# block 1

Figure 1. Clock routing (block 1).
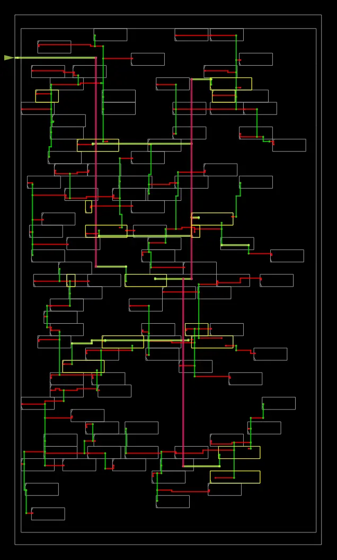
Figure 2. Routed metal, one colour a layer (block 1).
Scale: 6 px per um. Only two layers are drawn.
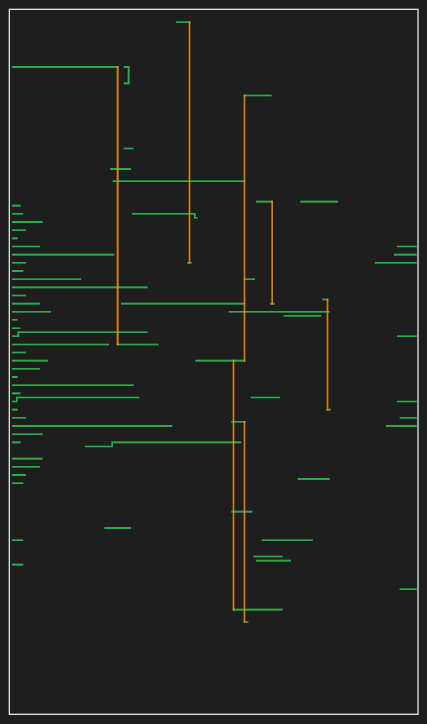
Figure 3. Nets reached from selected ports (block 1).
Scale: 4 px per um.
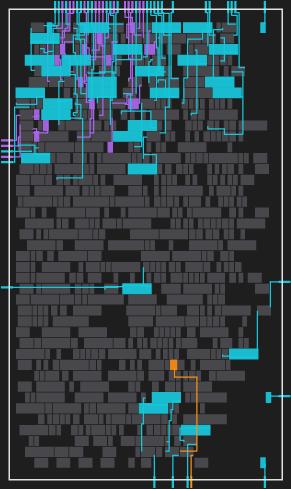
--- config.mk ---
export PLATFORM = sky130hd
export DESIGN_NAME = chan_cfg_sequencer
export DESIGN_NICKNAME = d
export VERILOG_FILES = /design/src/rtl/chan_cfg_pkg.sv /design/src/rtl/chan_cfg_addr_ctr.sv /design/src/rtl/chan_cfg_sequencer.sv
export SDC_FILE = /design/constraint.sdc
export NUM_CORES = 1
export LEC_CHECK = 0
export ABC_AREA = 1
export CAP_MARGIN = 40
export CORE_ASPECT_RATIO = 1.75
export CORE_UTILIZATION = 51
export DETAILED_ROUTE_END_ITERATION = 12
export MAX_ROUTING_LAYER = met4
export PLACE_DENSITY = 0.85
export SLEW_MARGIN = 15
export SYNTH_ARGS = -nofsm -noshare
export SYNTH_HDL_FRONTEND = slang
export SYNTH_SLANG_ARGS = --single-unit
--- constraint.sdc ---
create_clock -name OPB_Clk -period 3.6 [get_ports OPB_Clk]
set_input_delay 0.36 -clock OPB_Clk [delete_from_list [all_inputs] [get_ports OPB_Clk]]
set_output_delay 0.36 -clock OPB_Clk [all_outputs]
set_load 0.005 [all_outputs]
--- src/rtl/chan_cfg_pkg.sv ---
// Shared constants for the channel-table configuration sequencer:
// opcodes, command/status bit positions and the sequencer state encoding.
package chan_cfg_pkg;

  // Command opcodes carried in cmd_in[30:28]
  localparam logic [2:0] OP_NOP   = 3'd0;
  localparam logic [2:0] OP_WRITE = 3'd1;
  localparam logic [2:0] OP_FILL  = 3'd2;
  localparam logic [2:0] OP_CLEAR = 3'd3;
  localparam logic [2:0] OP_READ  = 3'd4;

  // Command word field positions
  localparam int unsigned CMD_TGL_BIT    = 31;
  localparam int unsigned CMD_OP_LSB     = 28;
  localparam int unsigned CMD_OP_W       = 3;
  localparam int unsigned FIELD_ADDR_LSB = 16;

  // Status word bit positions (address and data fields share the command layout)
  localparam int unsigned STAT_BUSY_BIT = 31;
  localparam int unsigned STAT_ACK_BIT  = 30;
  localparam int unsigned STAT_ERR_BIT  = 29;

  typedef enum logic [2:0] {
    ST_IDLE    = 3'd0,
    ST_DECODE  = 3'd1,
    ST_WRITE   = 3'd2,
    ST_FILL    = 3'd3,
    ST_RD_ADDR = 3'd4,
    ST_RD_WAIT = 3'd5,
    ST_DONE    = 3'd6
  } state_e;

  // Opcodes above READ are reserved and flagged as errors
  function automatic logic op_is_legal(input logic [2:0] op);
    return (op <= OP_READ);
  endfunction

endpackage

--- src/rtl/chan_cfg_addr_ctr.sv ---
// Fill address counter: synchronous clear, count enable, terminal count at all-ones.
module chan_cfg_addr_ctr #(
  parameter int unsigned W = 9
) (
  input  logic         clk_i,
  input  logic         rst_i,
  input  logic         clr_i,
  input  logic         en_i,
  output logic [W-1:0] cnt_o,
  output logic         tc_o
);

  logic [W-1:0] cnt_q;

  // Count up on enable; never wraps because the owner stops enabling at terminal count
  always_ff @(posedge clk_i) begin
    if (rst_i || clr_i) begin
      cnt_q <= '0;
    end else if (en_i && !tc_o) begin
      cnt_q <= cnt_q + W'(1);
    end
  end

  assign cnt_o = cnt_q;
  assign tc_o  = (cnt_q == '1);

endmodule

--- src/rtl/chan_cfg_sequencer.sv ---
// Channel-table configuration sequencer: executes toggle-handshaked software
// commands (write, fill, clear, read) against a shared table port that is
// only usable in cycles where the datapath grants access.
module chan_cfg_sequencer
  import chan_cfg_pkg::*;
#(
  parameter int unsigned ADDR_W = 9,
  parameter int unsigned DATA_W = 16
) (
  input  logic              OPB_Clk,
  input  logic              OPB_Rst,
  input  logic [31:0]       cmd_in,
  input  logic              tbl_grant,
  output logic [ADDR_W-1:0] tbl_addr,
  output logic [DATA_W-1:0] tbl_din,
  output logic              tbl_we,
  input  logic [DATA_W-1:0] tbl_dout,
  output logic [31:0]       status_out
);

  logic [31:0]       cmd_q;
  state_e            state_q;
  logic              tgl_q;
  logic              ack_q;
  logic              err_q;
  logic              busy_q;
  logic [ADDR_W-1:0] addr_q;
  logic [ADDR_W-1:0] last_q;
  logic [DATA_W-1:0] din_q;
  logic [DATA_W-1:0] rb_q;

  logic [ADDR_W-1:0] ctr;
  logic              ctr_tc;
  logic              ctr_clr;
  logic              ctr_en;

  logic [2:0]        cmd_op;
  logic [ADDR_W-1:0] cmd_addr;
  logic [DATA_W-1:0] cmd_data;
  logic              pending;
  logic              unused_cmd;

  assign cmd_op     = cmd_q[CMD_OP_LSB +: CMD_OP_W];
  assign cmd_addr   = cmd_q[FIELD_ADDR_LSB +: ADDR_W];
  assign cmd_data   = cmd_q[DATA_W-1:0];
  assign pending    = cmd_q[CMD_TGL_BIT] ^ ack_q;
  assign unused_cmd = ^cmd_q;

  // Fill counter restarts from zero on every decode
  assign ctr_clr = (state_q == ST_DECODE);
  assign ctr_en  = (state_q == ST_FILL) && tbl_grant;

  chan_cfg_addr_ctr #(
    .W (ADDR_W)
  ) u_addr_ctr (
    .clk_i (OPB_Clk),
    .rst_i (OPB_Rst),
    .clr_i (ctr_clr),
    .en_i  (ctr_en),
    .cnt_o (ctr),
    .tc_o  (ctr_tc)
  );

  // Command sampling and sequencer state machine
  always_ff @(posedge OPB_Clk) begin
    if (OPB_Rst) begin
      cmd_q   <= '0;
      state_q <= ST_IDLE;
      tgl_q   <= 1'b0;
      ack_q   <= 1'b0;
      err_q   <= 1'b0;
      busy_q  <= 1'b0;
      addr_q  <= '0;
      last_q  <= '0;
      din_q   <= '0;
      rb_q    <= '0;
    end else begin
      cmd_q <= cmd_in;
      case (state_q)
        ST_IDLE: begin
          if (pending) begin
            busy_q  <= 1'b1;
            state_q <= ST_DECODE;
          end
        end
        ST_DECODE: begin
          tgl_q <= cmd_q[CMD_TGL_BIT];
          err_q <= !op_is_legal(cmd_op);
          case (cmd_op)
            OP_WRITE: begin
              addr_q  <= cmd_addr;
              din_q   <= cmd_data;
              state_q <= ST_WRITE;
            end
            OP_FILL: begin
              din_q   <= cmd_data;
              state_q <= ST_FILL;
            end
            OP_CLEAR: begin
              din_q   <= '0;
              state_q <= ST_FILL;
            end
            OP_READ: begin
              addr_q  <= cmd_addr;
              state_q <= ST_RD_ADDR;
            end
            default: state_q <= ST_DONE;
          endcase
        end
        ST_WRITE: begin
          if (tbl_grant) begin
            state_q <= ST_DONE;
          end
        end
        ST_FILL: begin
          // Track the written address so it holds once the fill completes
          if (tbl_grant) begin
            addr_q <= ctr;
            if (ctr_tc) begin
              state_q <= ST_DONE;
            end
          end
        end
        ST_RD_ADDR: begin
          if (tbl_grant) begin
            state_q <= ST_RD_WAIT;
          end
        end
        ST_RD_WAIT: begin
          rb_q    <= tbl_dout;
          state_q <= ST_DONE;
        end
        ST_DONE: begin
          ack_q   <= tgl_q;
          last_q  <= addr_q;
          busy_q  <= 1'b0;
          state_q <= ST_IDLE;
        end
        default: state_q <= ST_IDLE;
      endcase
    end
  end

  // Write strobe follows the grant in the same cycle so each granted cycle lands one write
  assign tbl_we   = tbl_grant && ((state_q == ST_WRITE) || (state_q == ST_FILL));
  assign tbl_addr = (state_q == ST_FILL) ? ctr : addr_q;
  assign tbl_din  = din_q;

  // Status word assembly
  always_comb begin
    status_out                                 = '0;
    status_out[STAT_BUSY_BIT]                  = busy_q;
    status_out[STAT_ACK_BIT]                   = ack_q;
    status_out[STAT_ERR_BIT]                   = err_q;
    status_out[FIELD_ADDR_LSB +: ADDR_W]       = last_q;
    status_out[DATA_W-1:0]                     = rb_q;
  end

endmodule

==> flow_metrics.tcl <==
# yosys + openroad results
set metrics [dict create \
    netlist_area_um2 3870 \
    grt_pass1_wl_um 14100 \
    worstSetupPathType "reg -> out" \
    ctsResizeCount 0 \
    finalClockPeriodUsage 0.681 \
    yosys_register_bits 95 \
    drive_gt1_frac 0.0622 \
    mux_share 0 \
    max_cap_violations 0 \
    grt.busiest_layer "met2" \
    fin_nets 659 \
    outcome "finished clean" \
    ys_cells 519 \
    postSynth.asyncResetShare 0 \
    netlist_top_cells_count "108 x nor2_1, 101 x nand2_1, 95 x dfxtp_1" \
    routed_via_density 5.05 \
]
Notes on Figure 1 above:
clk latency of the worst-skew pair: 0.34 ns
clk sinks: 95
CLK BUF: 13
CTS buffer count: 9

Notes on Figure 2 above:
Key: met4 = orange [wire length 241 um]; met3 = green [wire length 465 um]

Notes on Figure 3 above:
Key: status_out = cyan [bits 32, direction output, edge 23 top, 4 bottom, 3 left, 2 right, end cells 32, buffers 28, wire 861 um]; tbl_we = orange [bits 1, direction output, edge bottom, end cells 1, buffers 1, wire 36.5 um]; tbl_dout = purple [bits 16, direction input, edge 13 top, 3 left, end cells 16, buffers 16, wire 317 um]

## state kept, by name (all words and copies together), names as in the netlist
name / cells
addr_q: 9
busy_q: 1
tgl_q: 1
err_q: 1
cmd_q: 29
tbl_din: 16
state_q: 3
ack_q: 1
rb_q: 16
last_q: 9
u_addr_ctr.cnt_o: 9
## kinds of logic after synthesis
group / Yosys count
fa+ha+maj: 2
flops: 95
compound gates: 71
simple gates: 259
other cells: 1
buf+inv: 89
xor+xnor: 2
## where the power goes
group	switching, uW	total (uW)	internal, uW	leakage (uW)
Clock	381	974	593	0.000156
Sequential	113	1300	1190	0.000777
Combinational	372	736	364	0.00131
Total	866	3010	2140	0.00224
## through the flow
stage / hold WS (ns) / power (uW) / instances / instance area (um^2)
2_1_floorplan: 0.442 / 1760 / 522 / 3880
3_3_place_gp: 0.446 / 2030 / 680 / 4810
3_5_place_dp: 0.459 / 2050 / 681 / 4820
4_1_cts: 0.465 / 3020 / 697 / 5130
5_1_grt: 0.482 / 3150 / 697 / 5130
6_report: 0.462 / 3010 / 697 / 5130

# block 2

Figure 4. A small window of the routed layout (block 2).
Window x 64 to 84, y 64 to 84 um. Cells in grey, sequential cells in the stronger grey; small squares are vias.
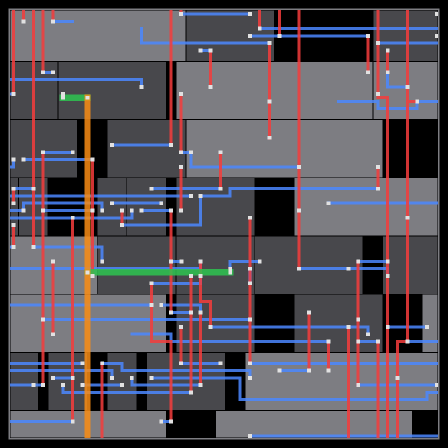
Figure 5. Clock routing (block 2).
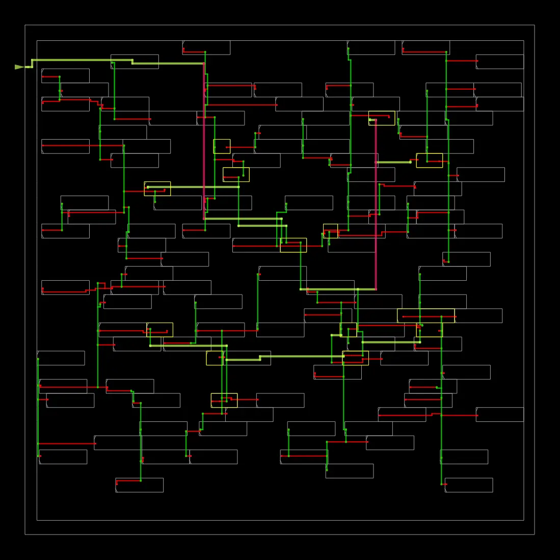
<file path="src/rtl/arith_pkg.sv">
// rtl/arith_pkg.sv - shared types and constants for the serial arithmetic blocks
//
// Purpose : FSM state encoding and operation-select constants used by
//           serial_addsub_ctrl and any other bit-serial arithmetic engine.
// Ports   : none (package).

package arith_pkg;

    typedef enum logic [1:0] {
        ST_IDLE,
        ST_RUN,
        ST_DONE
    } serial_state_t;

    localparam logic OP_ADD = 1'b0;
    localparam logic OP_SUB = 1'b1;

endpackage : arith_pkg

</file>
<file path="src/rtl/full_adder.sv">
// rtl/full_adder.sv - single-bit full adder cell
//
// Purpose : combinational one-bit full adder.
// Ports   : i_a, i_b  - addend bits
//           i_cin     - carry in
//           o_sum     - sum bit
//           o_cout    - carry out

module full_adder (
    input  logic i_a,
    input  logic i_b,
    input  logic i_cin,
    output logic o_sum,
    output logic o_cout
);

    logic w_half;

    assign w_half = i_a ^ i_b;
    assign o_sum  = w_half ^ i_cin;
    assign o_cout = (i_a & i_b) | (i_cin & w_half);

endmodule : full_adder

</file>
<file path="src/rtl/serial_addsub_ctrl.sv">
// rtl/serial_addsub_ctrl.sv - bit-serial add/subtract engine with valid/ready handshakes
//
// Purpose : sequences one full_adder over WIDTH cycles to produce A+B or A-B,
//           with carry-out and signed overflow.
// Ports   : clk, rst              - clock, async active-high reset
//           in_valid/in_ready     - operand handshake (a, b, sub)
//           out_valid/out_ready   - result handshake (result, cout, overflow)
//           busy                  - high while bits are being processed

module serial_addsub_ctrl #(
    parameter int WIDTH = 32
) (
    input  logic             clk,
    input  logic             rst,
    input  logic             in_valid,
    output logic             in_ready,
    input  logic [WIDTH-1:0] a,
    input  logic [WIDTH-1:0] b,
    input  logic             sub,
    output logic             out_valid,
    input  logic             out_ready,
    output logic [WIDTH-1:0] result,
    output logic             cout,
    output logic             overflow,
    output logic             busy
);

    import arith_pkg::*;

    localparam int            CW       = $clog2(WIDTH);
    localparam logic [CW-1:0] LAST_BIT = CW'(WIDTH - 1);

    serial_state_t    r_state;
    serial_state_t    w_next_state;

    logic [CW-1:0]    r_cnt;
    logic             r_carry;
    logic [WIDTH-1:0] r_a;
    logic [WIDTH-1:0] r_b;
    logic [WIDTH-1:0] r_res;
    logic             r_cout;
    logic             r_ovf;

    logic             w_sum;
    logic             w_fa_cout;
    logic             w_last;
    logic             w_in_ready;
    logic             w_out_valid;
    logic             w_busy;

    full_adder u_fa (
        .i_a    (r_a[0]),
        .i_b    (r_b[0]),
        .i_cin  (r_carry),
        .o_sum  (w_sum),
        .o_cout (w_fa_cout)
    );

    assign w_last = (r_cnt == LAST_BIT);

    // State register
    always_ff @(posedge clk or posedge rst) begin
        if (rst) begin
            r_state <= ST_IDLE;
        end else begin
            r_state <= w_next_state;
        end
    end

    // Next state and handshake outputs
    always_comb begin
        w_next_state = r_state;
        w_in_ready   = 1'b0;
        w_out_valid  = 1'b0;
        w_busy       = 1'b0;
        case (r_state)
            ST_IDLE: begin
                w_in_ready = 1'b1;
                if (in_valid) begin
                    w_next_state = ST_RUN;
                end
            end
            ST_RUN: begin
                w_busy = 1'b1;
                if (w_last) begin
                    w_next_state = ST_DONE;
                end
            end
            ST_DONE: begin
                w_out_valid = 1'b1;
                if (out_ready) begin
                    w_next_state = ST_IDLE;
                end
            end
            default: begin
                w_next_state = ST_IDLE;
            end
        endcase
    end

    // Datapath: operand shifters, result shifter, carry, counter, flags
    always_ff @(posedge clk or posedge rst) begin
        if (rst) begin
            r_cnt   <= '0;
            r_carry <= 1'b0;
            r_a     <= '0;
            r_b     <= '0;
            r_res   <= '0;
            r_cout  <= 1'b0;
            r_ovf   <= 1'b0;
        end else begin
            case (r_state)
                ST_IDLE: begin
                    if (in_valid) begin
                        // Subtraction is A + ~B + 1: invert B and seed the carry with 1.
                        r_a     <= a;
                        r_b     <= (sub == OP_ADD) ? b : ~b;
                        r_carry <= (sub == OP_SUB);
                        r_cnt   <= '0;
                    end
                end
                ST_RUN: begin
                    r_a     <= {1'b0, r_a[WIDTH-1:1]};
                    r_b     <= {1'b0, r_b[WIDTH-1:1]};
                    // LSB-first sums enter at the top, so after WIDTH shifts bit 0 is in place.
                    r_res   <= {w_sum, r_res[WIDTH-1:1]};
                    r_carry <= w_fa_cout;
                    if (w_last) begin
                        r_cout <= w_fa_cout;
                        // Signed overflow: carry into the MSB differs from carry out of it.
                        r_ovf  <= r_carry ^ w_fa_cout;
                    end else begin
                        r_cnt  <= r_cnt + CW'(1);
                    end
                end
                default: begin
                end
            endcase
        end
    end

    assign in_ready  = w_in_ready;
    assign out_valid = w_out_valid;
    assign busy      = w_busy;
    assign result    = r_res;
    assign cout      = r_cout;
    assign overflow  = r_ovf;

endmodule : serial_addsub_ctrl

</file>
<file path="config.mk">
export PLATFORM = sky130hd
export DESIGN_NAME = serial_addsub_ctrl
export DESIGN_NICKNAME = d
export VERILOG_FILES = /design/src/rtl/arith_pkg.sv /design/src/rtl/full_adder.sv /design/src/rtl/serial_addsub_ctrl.sv
export SDC_FILE = /design/constraint.sdc
export NUM_CORES = 1
export LEC_CHECK = 0
export CORE_MARGIN = 2
export CORE_UTILIZATION = 55
export CTS_CLUSTER_SIZE = 25
export DETAILED_ROUTE_END_ITERATION = 10
export GPL_TIMING_DRIVEN = 0
export MAX_ROUTING_LAYER = met4
export PLACE_DENSITY_LB_ADDON = 0.15
export SLEW_MARGIN = 0
export SYNTH_ARGS = -nofsm -noshare
export SYNTH_HDL_FRONTEND = slang
export SYNTH_SLANG_ARGS = --single-unit
</file>
<file path="constraint.sdc">
create_clock -name clk -period 9.8 [get_ports clk]
set_input_delay 1.47 -clock clk [delete_from_list [all_inputs] [get_ports clk]]
set_output_delay 1.47 -clock clk [all_outputs]
set_load 0.02 [all_outputs]
</file>
==> flow_metrics.tcl <==
# yosys + openroad results
set metrics [dict create \
    outcome "finished clean" \
    final_cell_mix "106 x dfrtp_1, 104 x clkdlybuf4s50_1, 71 x nand2_1" \
    syn_inst 437 \
    place_ws_ns 6.46 \
    placed_area_um2 6090 \
    holdBufCountCts 0 \
    p_int_uw 1140 \
    clk_path_buf_depth 2 \
    clock_skew_ns 0.0120 \
    r2r-start "r_cnt[1]" \
    yosys.area_share.xor_xnor 0.0592 \
    switching_share 0.346 \
    holdWs_ns 0.493 \
    drt-pass1-iter-count 4 \
    setup_tns_ns 0 \
    drt_iter0_markers 197 \
    postSynth.asyncResetShare 1.00 \
]
About Figure 4:
Key: met1 = blue; met4 = orange; met2 = red; met3 = green
Sequential cells in the window: 6. Most frequent: dfrtp_1 (6), clkdlybuf4s50_1 (5), mux2i_1 (4). 25 logic cells have their middle in the window. Netlist names of flops here include result (4), r_a (2).

About Figure 5:
CTS buffer count: 9
clk latency of the worst-skew pair: 0.37 ns

==> layer usage <==
layer,GRT usage,up-vias
met2,0.351,84
met3,0.0472,5
met4,0.0485,0
met1,0.314,1777
met5,-,-
li1,-,1743
==> cell type report <==
cell class,count,share of cell area
Sequential cell,106,0.423
Inverter,7,0.00459
Tap cell,108,0.0215
Timing Repair Buffer,105,0.170
Clock inverter,5,0.0102
Buffer,33,0.0343
Multi-Input combinational cell,291,0.317
Clock buffer,9,0.0197
==> cell usage after synthesis (2+ instances only) <==
cell type	n
a22oi_1	2
buf_2	14
buf_4	4
buf_6	6
clkbuf_1	6
clkbuf_2	2
dfrtp_1	106
ha_1	2
inv_1	6
mux2_2	32
mux2_4	2
mux2i_1	33
nand2_1	71
nand2b_1	3
nand3_1	2
nor2_1	2
o21ai_0	55
o21ai_1	10
o22ai_1	32
xor2_1	32
==> worst min-delay path by stage <==
stage                    to  depth (start not counted)    start
detailed placement  r_b[21]                          2  r_b[21]
global route        r_a[25]                          2  r_a[25]
global placement    r_a[14]                          2  r_a[14]
CTS                 r_b[21]                          2  r_b[21]
floorplan           r_b[31]                          2  r_b[31]
finish              r_a[20]                          2  r_a[20]

# block 3

Figure 6. Met2 routing (block 3).
Scale: 2 px per um.
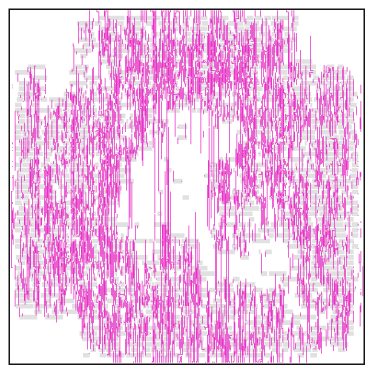
Figure 7. Clock routing (block 3).
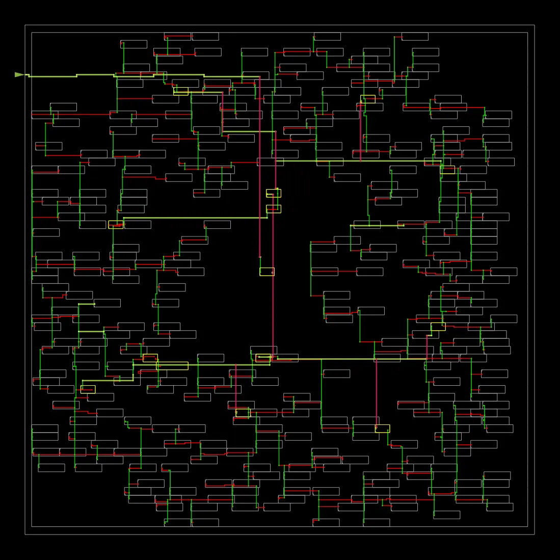
==> src/rtl/fetch_ctrl_pkg.sv <==
// Shared types and sizing for the instruction fetch controller.
package fetch_ctrl_pkg;
    localparam int FQ_DEPTH    = 2;
    localparam int INSTR_W     = 32;
    localparam int ADDR_W      = 64;
    localparam int INSTR_BYTES = 4;
    localparam int CNT_W       = $clog2(FQ_DEPTH + 1);

    typedef enum logic [1:0] {IDLE, WAIT, DROP} fetch_state_t;

    typedef struct packed {
        logic [ADDR_W-1:0]  pc;
        logic [INSTR_W-1:0] instr;
    } fq_entry_t;
endpackage

==> src/rtl/adder.sv <==
// Generic modulo-2^W adder.
module adder #(
    parameter int W = 64
) (
    input  logic [W-1:0] a,
    input  logic [W-1:0] b,
    output logic [W-1:0] y
);
    assign y = a + b;
endmodule

==> src/rtl/fetch_queue.sv <==
// Small in-order FIFO of fetched {pc, instr}; head is always slot 0.
module fetch_queue
    import fetch_ctrl_pkg::*;
(
    input  logic             clk,
    input  logic             rst,
    input  logic             push,
    input  logic             pop,
    input  logic             flush,
    input  fq_entry_t        wdata,
    output fq_entry_t        head,
    output logic             valid,
    output logic [CNT_W-1:0] count_nxt
);
    fq_entry_t        slot     [FQ_DEPTH];
    fq_entry_t        slot_nxt [FQ_DEPTH];
    logic [CNT_W-1:0] count;
    logic [CNT_W-1:0] cnt_pop;
    logic             do_push;

    assign head  = slot[0];
    assign valid = (count != '0);

    // Pop shifts toward slot 0, then a push lands in the first free slot.
    always_comb begin
        slot_nxt = slot;
        cnt_pop  = count;
        if (pop && valid) begin
            for (int i = 0; i < FQ_DEPTH - 1; i++) slot_nxt[i] = slot[i+1];
            cnt_pop = count - CNT_W'(1);
        end
        do_push = push && (cnt_pop < CNT_W'(FQ_DEPTH));
        if (do_push) begin
            for (int i = 0; i < FQ_DEPTH; i++)
                if (int'(cnt_pop) == i) slot_nxt[i] = wdata;
        end
        count_nxt = flush ? '0 : cnt_pop + CNT_W'(do_push);
    end

    always_ff @(posedge clk or posedge rst) begin
        if (rst) begin
            for (int i = 0; i < FQ_DEPTH; i++) slot[i] <= '0;
            count <= '0;
        end else begin
            count <= count_nxt;
            if (!flush) slot <= slot_nxt;
        end
    end
endmodule

==> src/rtl/fetch_ctrl.sv <==
// Fetch controller: issues word-aligned imem requests, buffers returns, handles redirects.
module fetch_ctrl
    import fetch_ctrl_pkg::*;
#(
    parameter logic [ADDR_W-1:0] RESET_PC = 64'h0
) (
    input  logic               clk,
    input  logic               reset,
    input  logic               PCSrc_F,
    input  logic [ADDR_W-1:0]  PCBranch_F,
    output logic               imem_req,
    output logic [ADDR_W-1:0]  imem_addr,
    input  logic               imem_ready,
    input  logic [INSTR_W-1:0] imem_rdata,
    input  logic               stall_D,
    output logic               instr_valid_D,
    output logic [INSTR_W-1:0] instr_D,
    output logic [ADDR_W-1:0]  pc_D
);
    fetch_state_t      state, state_nxt;
    logic [ADDR_W-1:0] pc, pc_nxt, addr_nxt, addr_inc, redirect_pc;
    logic              req_nxt, accept, pop, push, issue_ok;
    logic [CNT_W-1:0]  count_nxt;
    fq_entry_t         head;

    assign accept      = imem_req && imem_ready;
    assign pop         = instr_valid_D && !stall_D;
    assign push        = accept && !PCSrc_F && (state == WAIT);
    assign issue_ok    = count_nxt < CNT_W'(FQ_DEPTH);
    assign redirect_pc = {PCBranch_F[ADDR_W-1:2], 2'b00};

    adder #(.W(ADDR_W)) u_inc (
        .a (imem_addr),
        .b (ADDR_W'(INSTR_BYTES)),
        .y (addr_inc)
    );

    fetch_queue u_fq (
        .clk       (clk),
        .rst       (reset),
        .push      (push),
        .pop       (pop),
        .flush     (PCSrc_F),
        .wdata     ('{pc: imem_addr, instr: imem_rdata}),
        .head      (head),
        .valid     (instr_valid_D),
        .count_nxt (count_nxt)
    );

    assign instr_D = head.instr;
    assign pc_D    = head.pc;

    // A live request is never altered before accept; a redirect only retargets pc.
    always_comb begin
        state_nxt = state;
        pc_nxt    = pc;
        req_nxt   = imem_req;
        addr_nxt  = imem_addr;
        if (PCSrc_F) pc_nxt = redirect_pc;
        case (state)
            IDLE: if (!PCSrc_F && issue_ok) begin
                state_nxt = WAIT;
                req_nxt   = 1'b1;
                addr_nxt  = pc;
            end
            WAIT: begin
                if (PCSrc_F) begin
                    if (accept) begin
                        state_nxt = IDLE;
                        req_nxt   = 1'b0;
                    end else begin
                        state_nxt = DROP;
                    end
                end else if (accept) begin
                    pc_nxt = addr_inc;
                    if (issue_ok) begin
                        addr_nxt = addr_inc;
                    end else begin
                        state_nxt = IDLE;
                        req_nxt   = 1'b0;
                    end
                end
            end
            DROP: if (accept) begin
                state_nxt = IDLE;
                req_nxt   = 1'b0;
            end
            default: begin
                state_nxt = IDLE;
                req_nxt   = 1'b0;
            end
        endcase
    end

    always_ff @(posedge clk or posedge reset) begin
        if (reset) begin
            state     <= IDLE;
            pc        <= RESET_PC;
            imem_req  <= 1'b0;
            imem_addr <= RESET_PC;
        end else begin
            state     <= state_nxt;
            pc        <= pc_nxt;
            imem_req  <= req_nxt;
            imem_addr <= addr_nxt;
        end
    end
endmodule

==> config.mk <==
export PLATFORM = sky130hd
export DESIGN_NAME = fetch_ctrl
export DESIGN_NICKNAME = d
export VERILOG_FILES = /design/src/rtl/fetch_ctrl_pkg.sv /design/src/rtl/adder.sv /design/src/rtl/fetch_queue.sv /design/src/rtl/fetch_ctrl.sv
export SDC_FILE = /design/constraint.sdc
export NUM_CORES = 1
export LEC_CHECK = 0
export CAP_MARGIN = 15
export CORE_MARGIN = 2
export CORE_UTILIZATION = 56
export CTS_BUF_LIST = sky130_fd_sc_hd__clkbuf_8
export CTS_CLUSTER_DIAMETER = 150
export CTS_CLUSTER_SIZE = 40
export DETAILED_ROUTE_END_ITERATION = 6
export PLACE_DENSITY = 0.93
export SYNTH_ARGS = -nofsm -noshare
export SYNTH_HDL_FRONTEND = slang
export SYNTH_SLANG_ARGS = --single-unit
==> constraint.sdc <==
create_clock -name clk -period 16.4 [get_ports clk]
set_input_delay 4.1 -clock clk [delete_from_list [all_inputs] [get_ports clk]]
set_output_delay 4.1 -clock clk [all_outputs]
set_load 0.05 [all_outputs]
==> flow_metrics.tcl <==
# yosys + openroad results
set metrics [dict create \
    outcome "finished clean" \
    switching_share 0.488 \
    fp.dieH_um 177 \
    drv_slew 0 \
    r2r-end "imem_addr[59]" \
    logic_family "AND-OR/OR-AND gates" \
    yosys.area_share.xor_xnor 0.0236 \
    cp_data_arrival_time_ns 8.83 \
    htreeDepth 1 \
    drc 0 \
    clkPwrFrac 0.077 \
    rsz0062_at_grt "false" \
    core_um2 29500 \
    compound_area_frac 0.220 \
    cts_tree "done" \
    grt_max_degree 126 \
    yosys_area_um2 16700 \
    fp-row-count 63 \
    clkSlewWorstSetupHoldPaths_ns 0.22 \
    grt.busiest_layer "met2" \
    yosys_warnings 0 \
    ys_seq_share 0.487 \
    post-synth-top-area-fraction 0.487 \
    setup_tns_ns 0 \
    path_cells "clkdlybuf4s50_1 > nand4b_4 > nor2_2 > and2_1 > ha_1 > xnor2_1 > or4b_2 > buf_4 > a21oi_1 > a2bb2oi_1" \
    topCellsByArea "dfrtp_1 49%, o22a_1 10%, mux2_2 5.9%, buf_4 4.7%, nand2_1 3.0%" \
    clk_path_buf_depth 3 \
    drt-wirelength-per-cell_um 21.2 \
    ys_cells 1623 \
    synth_cell_type_count 63 \
    use_met3 0.0507 \
    stdcell_count 2058 \
    yosys_register_bits 325 \
    edf_count 0 \
    tightest_slew_ns 1.03 \
    worstPathMaxFanout 45 \
    die_area_um2 31200 \
    clock_sinks 325 \
    slowest_delay_ns 1.01 \
    critPathBufInv 2 \
    cp-startpoint "imem_ready" \
    synth_top_cell_by_area "dfrtp_1" \
    grt_pass1_wl_um 69000 \
]
About Figure 6:
1575 nets have wire on it. The layer holds 49% of the routed length. The wires run mostly vertical.

About Figure 7:
clk latency of the worst-skew pair: 0.59 ns
CTS buffer count: 12
clock skew: 0.104 ns

worst min-delay path: stages (launching register included):
cell     delay, ns
dfrtp_1       0.40
nand2_1       0.05
o21ai_0       0.06
through the flow:
stage / setup slack, ns / cell area, um^2
finish: 8.07 / 18800
global route: 7.80 / 18800
CTS: 8.09 / 18800
detailed placement: 7.47 / 18600
global placement: 7.57 / 18600
floorplan: 3.30 / 16700
per-layer routing:
layer | share of wire | vias to the layer above
li1 | - | 5924
met1 | 0.42 | 6709
met2 | 0.49 | 549
met3 | 0.071 | 92
met4 | 0.023 | 2
met5 | 0.00030 | -
layout make-up:
cell class / count / area [um^2] / share of cell area
inverters: 22 / 90.1 / 0.00478
diodes: 1 / 2.50 / 0.000133
flip-flops and latches: 325 / 8130 / 0.431
clock inverters: 1 / 30.0 / 0.00159
repair buffers: 278 / 2790 / 0.148
clock buffers: 13 / 179 / 0.00949
well taps: 390 / 488 / 0.0259
multi-input cells: 1028 / 7140 / 0.379
power groups by stage:
stage          combinational, uW  sequential (uW)  clock [uW]
2_1_floorplan               1650             1580           0
3_3_place_gp                2230             1440           0
3_5_place_dp                2300             1460           0
4_1_cts                     2300             1450         320
5_1_grt                     2450             1500         346
6_report                    2310             1460         314

# block 4

==> src/rtl/fetch_unit.sv <==
// Instruction fetch stage: owns the PC, issues one outstanding request at a
// time to instruction memory, buffers returned words with their PC and hands
// them downstream on a valid/ready handshake. A taken branch flushes the
// buffer, drops any in-flight response and restarts fetch at the target.
//
// Ports
//   clk_in, reset_in                  clock, async active-high reset
//   imem_req_o / imem_addr_o          registered memory request and address
//   imem_ack_in / imem_rdata_in       request accepted, instruction word
//   branch_taken_in/branch_target_in  single-cycle redirect strobe and target
//   instr_valid_o / instr_ready_in    downstream handshake on buffer head
//   instr_o / pc_o                    head instruction and its PC
module fetch_unit #(
  parameter int unsigned     XLEN     = 32,
  parameter logic [XLEN-1:0] RESET_PC = '0,
  parameter int unsigned     DEPTH    = 2
) (
  input  logic            clk_in,
  input  logic            reset_in,
  output logic            imem_req_o,
  output logic [XLEN-1:0] imem_addr_o,
  input  logic            imem_ack_in,
  input  logic [XLEN-1:0] imem_rdata_in,
  input  logic            branch_taken_in,
  input  logic [XLEN-1:0] branch_target_in,
  output logic            instr_valid_o,
  input  logic            instr_ready_in,
  output logic [XLEN-1:0] instr_o,
  output logic [XLEN-1:0] pc_o
);

  localparam int unsigned PTR_W = (DEPTH > 1) ? $clog2(DEPTH) : 1;
  localparam int unsigned CNT_W = $clog2(DEPTH + 1);

  typedef enum logic [1:0] {
    IDLE  = 2'd0,
    FETCH = 2'd1,
    KILL  = 2'd2
  } state_e;

  state_e            state_q, state_d;
  logic [XLEN-1:0]   pc_q, pc_d;
  logic [XLEN-1:0]   addr_q, addr_d;
  logic              req_q, req_d;
  logic [CNT_W-1:0]  count_q, count_d;
  logic [PTR_W-1:0]  wr_ptr_q, wr_ptr_d;
  logic [PTR_W-1:0]  rd_ptr_q, rd_ptr_d;
  logic [XLEN-1:0]   pc_mem_q   [DEPTH];
  logic [XLEN-1:0]   data_mem_q [DEPTH];

  logic              ack_c;
  logic              pop_c;
  logic              push_c;
  logic              flush_c;
  logic [XLEN-1:0]   target_c;
  logic [XLEN-1:0]   pc_inc_c;
  logic [CNT_W-1:0]  cnt_pop_c;
  logic [CNT_W-1:0]  cnt_push_c;

  // Handshake qualifiers and occupancy after this cycle's pop/push
  assign ack_c      = req_q & imem_ack_in;
  assign pop_c      = instr_valid_o & instr_ready_in;
  assign target_c   = branch_target_in & ~XLEN'(3);
  assign pc_inc_c   = pc_q + XLEN'(4);
  assign cnt_pop_c  = count_q - CNT_W'(pop_c);
  assign cnt_push_c = cnt_pop_c + CNT_W'(1);

  // Next-state, PC and request address
  always_comb begin
    state_d = state_q;
    pc_d    = pc_q;
    addr_d  = addr_q;
    push_c  = 1'b0;
    flush_c = 1'b0;

    case (state_q)
      IDLE: begin
        if (branch_taken_in) begin
          flush_c = 1'b1;
          pc_d    = target_c;
          addr_d  = target_c;
          state_d = FETCH;
        end else if (cnt_pop_c < CNT_W'(DEPTH)) begin
          addr_d  = pc_q;
          state_d = FETCH;
        end
      end

      FETCH: begin
        if (branch_taken_in) begin
          flush_c = 1'b1;
          pc_d    = target_c;
          if (ack_c) begin
            // Returned word belongs to the wrong path; restart at once
            addr_d  = target_c;
            state_d = FETCH;
          end else begin
            // Request must stay up at the old address until it is acked
            state_d = KILL;
          end
        end else if (ack_c) begin
          push_c = 1'b1;
          pc_d   = pc_inc_c;
          if (cnt_push_c < CNT_W'(DEPTH)) begin
            addr_d  = pc_inc_c;
            state_d = FETCH;
          end else begin
            state_d = IDLE;
          end
        end
      end

      KILL: begin
        if (branch_taken_in) begin
          flush_c = 1'b1;
          pc_d    = target_c;
          if (ack_c) begin
            addr_d  = target_c;
            state_d = FETCH;
          end
        end else if (ack_c) begin
          addr_d  = pc_q;
          state_d = FETCH;
        end
      end

      default: begin
        state_d = IDLE;
      end
    endcase

    req_d = (state_d != IDLE);
  end

  // Buffer bookkeeping; a flush overrides both push and pop
  always_comb begin
    count_d  = count_q;
    wr_ptr_d = wr_ptr_q;
    rd_ptr_d = rd_ptr_q;
    if (flush_c) begin
      count_d  = '0;
      wr_ptr_d = '0;
      rd_ptr_d = '0;
    end else begin
      count_d  = cnt_pop_c + CNT_W'(push_c);
      wr_ptr_d = wr_ptr_q + PTR_W'(push_c);
      rd_ptr_d = rd_ptr_q + PTR_W'(pop_c);
    end
  end

  // Control state registers
  always_ff @(posedge clk_in or posedge reset_in) begin
    if (reset_in) begin
      state_q  <= IDLE;
      pc_q     <= RESET_PC;
      addr_q   <= RESET_PC;
      req_q    <= 1'b0;
      count_q  <= '0;
      wr_ptr_q <= '0;
      rd_ptr_q <= '0;
    end else begin
      state_q  <= state_d;
      pc_q     <= pc_d;
      addr_q   <= addr_d;
      req_q    <= req_d;
      count_q  <= count_d;
      wr_ptr_q <= wr_ptr_d;
      rd_ptr_q <= rd_ptr_d;
    end
  end

  // Buffer storage, cleared on reset so the head reads zero
  always_ff @(posedge clk_in or posedge reset_in) begin
    if (reset_in) begin
      for (int i = 0; i < int'(DEPTH); i++) begin
        pc_mem_q[i]   <= '0;
        data_mem_q[i] <= '0;
      end
    end else if (push_c) begin
      pc_mem_q[wr_ptr_q]   <= pc_q;
      data_mem_q[wr_ptr_q] <= imem_rdata_in;
    end
  end

  assign imem_req_o    = req_q;
  assign imem_addr_o   = addr_q;
  assign instr_valid_o = (count_q != '0);
  assign instr_o       = data_mem_q[rd_ptr_q];
  assign pc_o          = pc_mem_q[rd_ptr_q];

endmodule

==> config.mk <==
export PLATFORM = sky130hd
export DESIGN_NAME = fetch_unit
export DESIGN_NICKNAME = d
export VERILOG_FILES = /design/src/rtl/fetch_unit.sv
export SDC_FILE = /design/constraint.sdc
export NUM_CORES = 1
export LEC_CHECK = 0
export CORE_MARGIN = 2
export CORE_UTILIZATION = 49
export DETAILED_ROUTE_END_ITERATION = 10
export PLACE_DENSITY = 0.84
export SYNTH_ARGS = -nofsm -noshare
export SYNTH_HDL_FRONTEND = slang
export SYNTH_SLANG_ARGS = --single-unit
==> constraint.sdc <==
create_clock -name clk_in -period 5.6 [get_ports clk_in]
set_input_delay 0.56 -clock clk_in [delete_from_list [all_inputs] [get_ports clk_in]]
set_output_delay 0.56 -clock clk_in [all_outputs]
set_load 0.01 [all_outputs]
Figure 8. Clock routing (block 4).
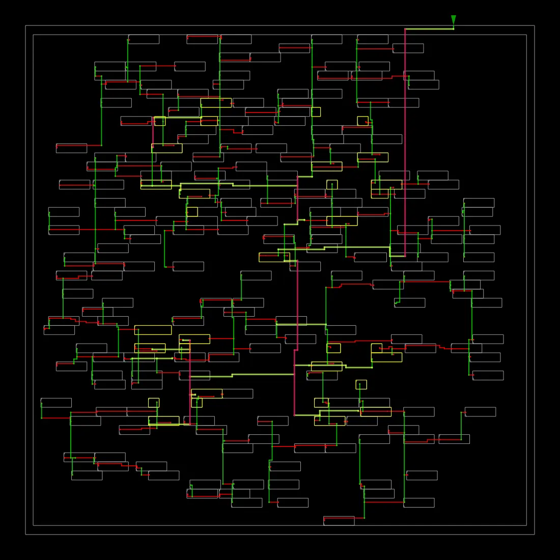
CTS buffer count: 17
Seq cells: 193

==> flow_metrics.tcl <==
# yosys + openroad results
set metrics [dict create \
    outcome "finished clean" \
    crit_end "imem_addr_o[25]" \
    syn_inst 1015 \
    ys_sh_adder 0.0104 \
    worstSetupPathType "reg -> reg" \
    min_to "imem_addr_o[1]" \
    place_ws_ns 2.00 \
    clock_latency_ns 0.44 \
    ys_cells 1015 \
    drt-wirelength-per-cell_um 21.1 \
    route.met3.wl_um 2510 \
    power_frac_seq 0.319 \
    r2r-start "count_q[1]" \
    critPathSlowestCell "a21o_1" \
    ant_nets 0 \
    min_period_ns 3.44 \
    ctsResizeCount 0 \
    holdWs_ns 0.488 \
    grtUsageTotal 0.254 \
    boundaryPins 167 \
    logic_family "multiplexers" \
    leakage_uw 0.00540 \
    endpoint_kind "register" \
    place_congestion 0.912 \
    p_per_area_nw_per_um2 636 \
    p_int_uw 4930 \
    finalSetupViolations 0 \
    synth_cell_type_count 74 \
]
Figure 9. Met2 routing (block 4).
Scale: 2 px per um.
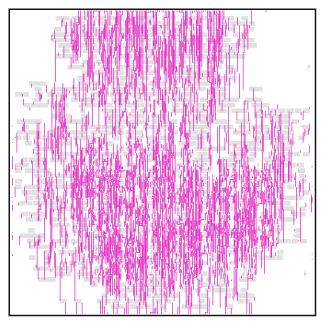
The layer carries 14100 um of wire. The longest straight run is 68.3 um. 1049 nets have wire on it. The layer holds 47% of the routed length.
vias post-DR: 8866
met2 Track Usage GR: 0.404
DRT Wirelength: 29700 um

==> cell usage in the layout, fill, tap and decap left out, types with 6 or more instances in the layout <==
cell               n
clkdlybuf4s50_1  161
a2111oi_0          7
nor3_1            12
clkbuf_16         17
o31ai_1           12
a211oi_1          13
o22a_1            20
and2_1             9
o21ai_0           36
nand4_1           12
nor4_1             7
mux2_2           191
dfrtp_1          192
o21a_1            17
nand3_1           18
a32oi_1            7
inv_1             20
a2bb2oi_1          6
a31oi_1           14
nand2_1           58
and3_1             7
xnor2_1            6
mux2i_1           30
o22ai_1           11
buf_4             16
inv_6              7
ha_1               7
nor2_1            55
a21oi_1           49
==> layout make-up <==
type                            instances  area, um^2  area share
Multi-Input combinational cell        701        5480       0.417
Sequential cell                       193        4830       0.368
Timing Repair Buffer                  180        1790       0.136
Clock buffer                           19         453      0.0345
Tap cell                              280         350      0.0267
Clock inverter                         13         139      0.0106
Inverter                               22        86.3     0.00657
Antenna cell                            1        2.50    0.000191
==> registers in the layout, summed over array words and instances, names as in the netlist <==
name / count
count_q: 2
data_mem_q: 64
imem_addr_o: 32
imem_req_o: 1
pc_mem_q: 60
pc_q: 30
rd_ptr_q: 1
state_q: 2
wr_ptr_q: 1

# block 5

Figure 10. A small window of the routed layout (block 5).
Window x 38 to 58, y 38 to 58 um. Cells in grey, sequential cells in the stronger grey; small squares are vias.
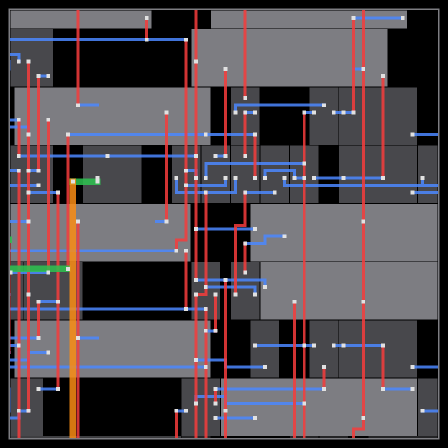
**src/rtl/shift_add_sequencer.sv**
```systemverilog
// -----------------------------------------------------------------------------
// shift_add_sequencer
//
// Microprogrammed 4x4 shift-and-add multiplier. The block drives a microprogram
// address (count) to an external control ROM and executes the op/val word the
// ROM returns in the same cycle. A normal program is:
//   LDX, LDY, then ITERS x (ADD, SHF), then STR
// which takes 3 + 2*ITERS clock cycles in RUN.
//
// Ports
//   clk    : single clock, all state updates on the rising edge
//   rst_n  : asynchronous active-low reset
//   start  : request to run one program (sampled in IDLE only)
//   op     : control word from the ROM for the current count
//   val    : operand value from the ROM for the current count
//   count  : microprogram address to the ROM (registered)
//   prod   : product of the last completed program (registered)
//   busy   : high while a program is executing (registered)
//   done   : one-cycle pulse in the cycle prod is updated (registered)
//   err    : sticky illegal-op flag, cleared by reset or an accepted start
// -----------------------------------------------------------------------------
module shift_add_sequencer #(
  parameter int ITERS = 4  // number of ADD/SHF passes, 1..4
) (
  input  logic       clk,
  input  logic       rst_n,
  input  logic       start,
  input  logic [3:0] op,
  input  logic [3:0] val,
  output logic [3:0] count,
  output logic [7:0] prod,
  output logic       busy,
  output logic       done,
  output logic       err
);

  typedef enum logic [0:0] {
    IDLE = 1'b0,
    RUN  = 1'b1
  } state_t;

  localparam logic [3:0] OP_LDX = 4'd0;
  localparam logic [3:0] OP_LDY = 4'd1;
  localparam logic [3:0] OP_ADD = 4'd2;
  localparam logic [3:0] OP_SHF = 4'd3;
  localparam logic [3:0] OP_STR = 4'd4;

  // Last value of the iteration counter before the program moves on to STR.
  localparam logic [1:0] I_LAST = 2'(ITERS - 1);

  state_t     state_r;
  logic [7:0] x_r;      // multiplicand, shifted left each pass
  logic [3:0] y_r;      // multiplier, shifted right each pass
  logic [7:0] z_r;      // accumulator
  logic [1:0] i_r;      // iteration counter
  logic [3:0] count_r;
  logic [7:0] prod_r;
  logic       busy_r;
  logic       done_r;
  logic       err_r;

  // Conditional accumulate: adds the shifted multiplicand when the current
  // multiplier LSB is set; the sum wraps modulo 256.
  function automatic logic [7:0] add_step(
    input logic [7:0] z,
    input logic [7:0] x,
    input logic       y_lsb
  );
    logic [7:0] sum;
    if (y_lsb) begin
      sum = z + x;
    end else begin
      sum = z;
    end
    return sum;
  endfunction

  // Sequencer: state, datapath registers and all registered outputs.
  always_ff @(posedge clk or negedge rst_n) begin
    if (!rst_n) begin
      state_r <= IDLE;
      x_r     <= 8'd0;
      y_r     <= 4'd0;
      z_r     <= 8'd0;
      i_r     <= 2'd0;
      count_r <= 4'd0;
      prod_r  <= 8'd0;
      busy_r  <= 1'b0;
      done_r  <= 1'b0;
      err_r   <= 1'b0;
    end else begin
      // done is a single-cycle pulse; only STR raises it again.
      done_r <= 1'b0;
      case (state_r)
        IDLE: begin
          count_r <= 4'd0;
          if (start) begin
            state_r <= RUN;
            busy_r  <= 1'b1;
            err_r   <= 1'b0;
            i_r     <= 2'd0;
          end
        end
        RUN: begin
          case (op)
            OP_LDX: begin
              x_r     <= {4'b0000, val};
              y_r     <= 4'd0;
              z_r     <= 8'd0;
              count_r <= 4'd1;
            end
            OP_LDY: begin
              y_r     <= val;
              count_r <= 4'd2;
            end
            OP_ADD: begin
              z_r     <= add_step(z_r, x_r, y_r[0]);
              count_r <= 4'd3;
            end
            OP_SHF: begin
              y_r <= {1'b0, y_r[3:1]};
              x_r <= {x_r[6:0], 1'b0};
              if (i_r < I_LAST) begin
                i_r     <= i_r + 2'd1;
                count_r <= 4'd2;
              end else begin
                i_r     <= 2'd0;
                count_r <= 4'd4;
              end
            end
            OP_STR: begin
              prod_r  <= z_r;
              done_r  <= 1'b1;
              state_r <= IDLE;
              count_r <= 4'd0;
              busy_r  <= 1'b0;
            end
            default: begin
              // Illegal op: abandon the program without touching prod.
              err_r   <= 1'b1;
              state_r <= IDLE;
              count_r <= 4'd0;
              busy_r  <= 1'b0;
            end
          endcase
        end
        default: begin
          state_r <= IDLE;
          count_r <= 4'd0;
          busy_r  <= 1'b0;
        end
      endcase
    end
  end

  assign count = count_r;
  assign prod  = prod_r;
  assign busy  = busy_r;
  assign done  = done_r;
  assign err   = err_r;

endmodule

```
**config.mk**
```make
export PLATFORM = sky130hd
export DESIGN_NAME = shift_add_sequencer
export DESIGN_NICKNAME = d
export VERILOG_FILES = /design/src/rtl/shift_add_sequencer.sv
export SDC_FILE = /design/constraint.sdc
export NUM_CORES = 1
export LEC_CHECK = 0
export CAP_MARGIN = 20
export CORE_MARGIN = 3
export CORE_UTILIZATION = 55
export CTS_CLUSTER_SIZE = 14
export DETAILED_ROUTE_END_ITERATION = 8
export PLACE_DENSITY = 0.8
export SETUP_SLACK_MARGIN = 0.05
export SYNTH_ARGS = -nofsm -noshare
export SYNTH_HDL_FRONTEND = slang
export SYNTH_SLANG_ARGS = --single-unit
```
**constraint.sdc**
```tcl
create_clock -name clk -period 2.8 [get_ports clk]
set_input_delay 0.28 -clock clk [delete_from_list [all_inputs] [get_ports clk]]
set_output_delay 0.28 -clock clk [all_outputs]
set_load 0.02 [all_outputs]
```
==> flow_metrics.tcl <==
# yosys + openroad results
set metrics [dict create \
    comb_share 0.396 \
    outcome "finished clean" \
    clkSlewWorstSetupHoldPaths_ns 0.11 \
    post-dp-hpwl_um 2630 \
    path_cells "clkdlybuf4s50_1 > or4b_4 > or2_1 > o41a_1 > a21oi_1" \
    mux_share 0.0284 \
    synth.avg_cell_area_um2 10.2 \
    antenna_cells 0 \
    grt_pass1_vias 1345 \
    critPathBufInv 1 \
    num-nonclk-inverters 5 \
    r2r_slack_ns 0.74 \
    seq_share 0.427 \
    grt_pass1_wl_um 6060 \
    fp.dieH_um 64.0 \
    clk_path_buf_depth 2 \
    yosys.area_share.xor_xnor 0.0237 \
    fin_nets 228 \
    clock_skew_ns 0.0146 \
    buf_share 0.118 \
    r2r-start "x_r[0]" \
    finalClockPeriodUsage 0.751 \
    drv_slew 0 \
    setup_tns_ns 0 \
    comb_power_share 0.191 \
    top_cell "nand2_1" \
]
Notes on Figure 10 above:
Key: met2 = red; met3 = green; met1 = blue; met4 = orange
Sequential cells in the window: 7. Most frequent: nand2_1 (10), dfrtp_1 (7), clkdlybuf4s50_1 (3). Netlist names of flops here include prod (4), z_r (3). 26 logic cells have their middle in the window.

==> how the worst max path moves through the flow <==
stage,start,to,slack [ns],depth (start not counted)
CTS,op[0],z_r[7],0.73,5
global route,x_r[0],z_r[6],0.62,7
detailed placement,op[0],z_r[7],0.38,5
floorplan,op[0],z_r[7],0.92,6
global placement,op[0],z_r[7],0.43,5
finish,op[0],z_r[7],0.70,5
==> stage by stage <==
stage          total power, uW  cell area [um^2]
2_1_floorplan              778              1850
3_3_place_gp               851              2110
6_report                  1130              2170
5_1_grt                   1200              2170
3_5_place_dp               861              2110
4_1_cts                   1150              2170
==> layer usage <==
layer	vias up	global-route usage	wire length (um)
met2	30	0.307	1660
met4	0	0.0728	63
met3	9	0.0439	124
met5	-	0	0
met1	668	0.244	1610
li1	687	-	-
==> sequential cells by signal, summed over array words and instances, names as in the netlist <==
register  cells
err           1
state_r       1
y_r           4
done          1
z_r           8
x_r           8
busy          1
prod          8
count         3
i_r           2
==> kinds of logic after synthesis <==
family,after synthesis
flip-flops,37
AND/OR/NAND/NOR,71
AND-OR/OR-AND,42
adder cells (fa/ha/maj),9
other,1
multiplexers,5
buffers and inverters,12
XOR/XNOR,5


## Gallery

A small window of the routed layout.
(a)
Window x 41 to 61, y 78 to 98 um. Cells in grey, sequential cells in the stronger grey; small squares are vias.
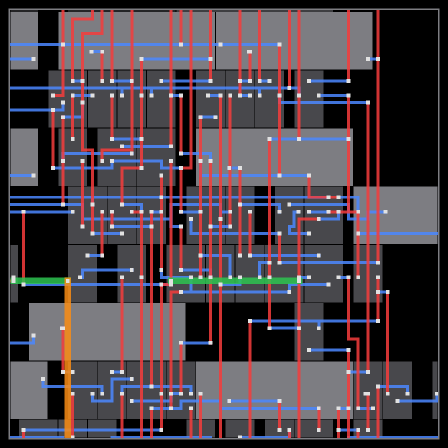
(b)
Window x 104 to 124, y 104 to 124 um. Cells in grey, sequential cells in the stronger grey; small squares are vias.
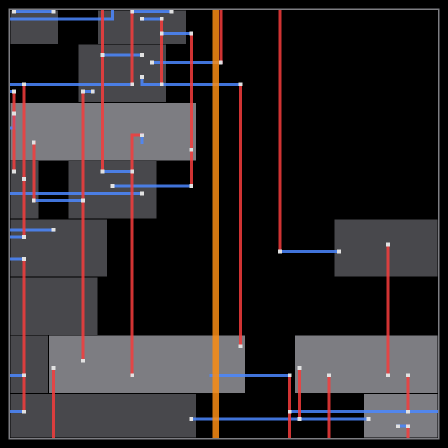
(c)
Window x 123 to 143, y 123 to 143 um. Cells in grey, sequential cells in the stronger grey; small squares are vias.
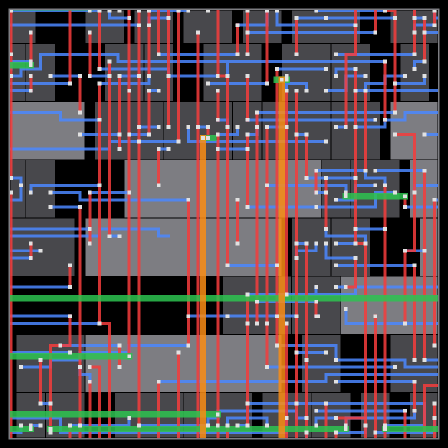
(c) is block 3.
(b) is block 4.
(a) is block 1.

No activity file was given, so power comes from the tool's default toggle rates.
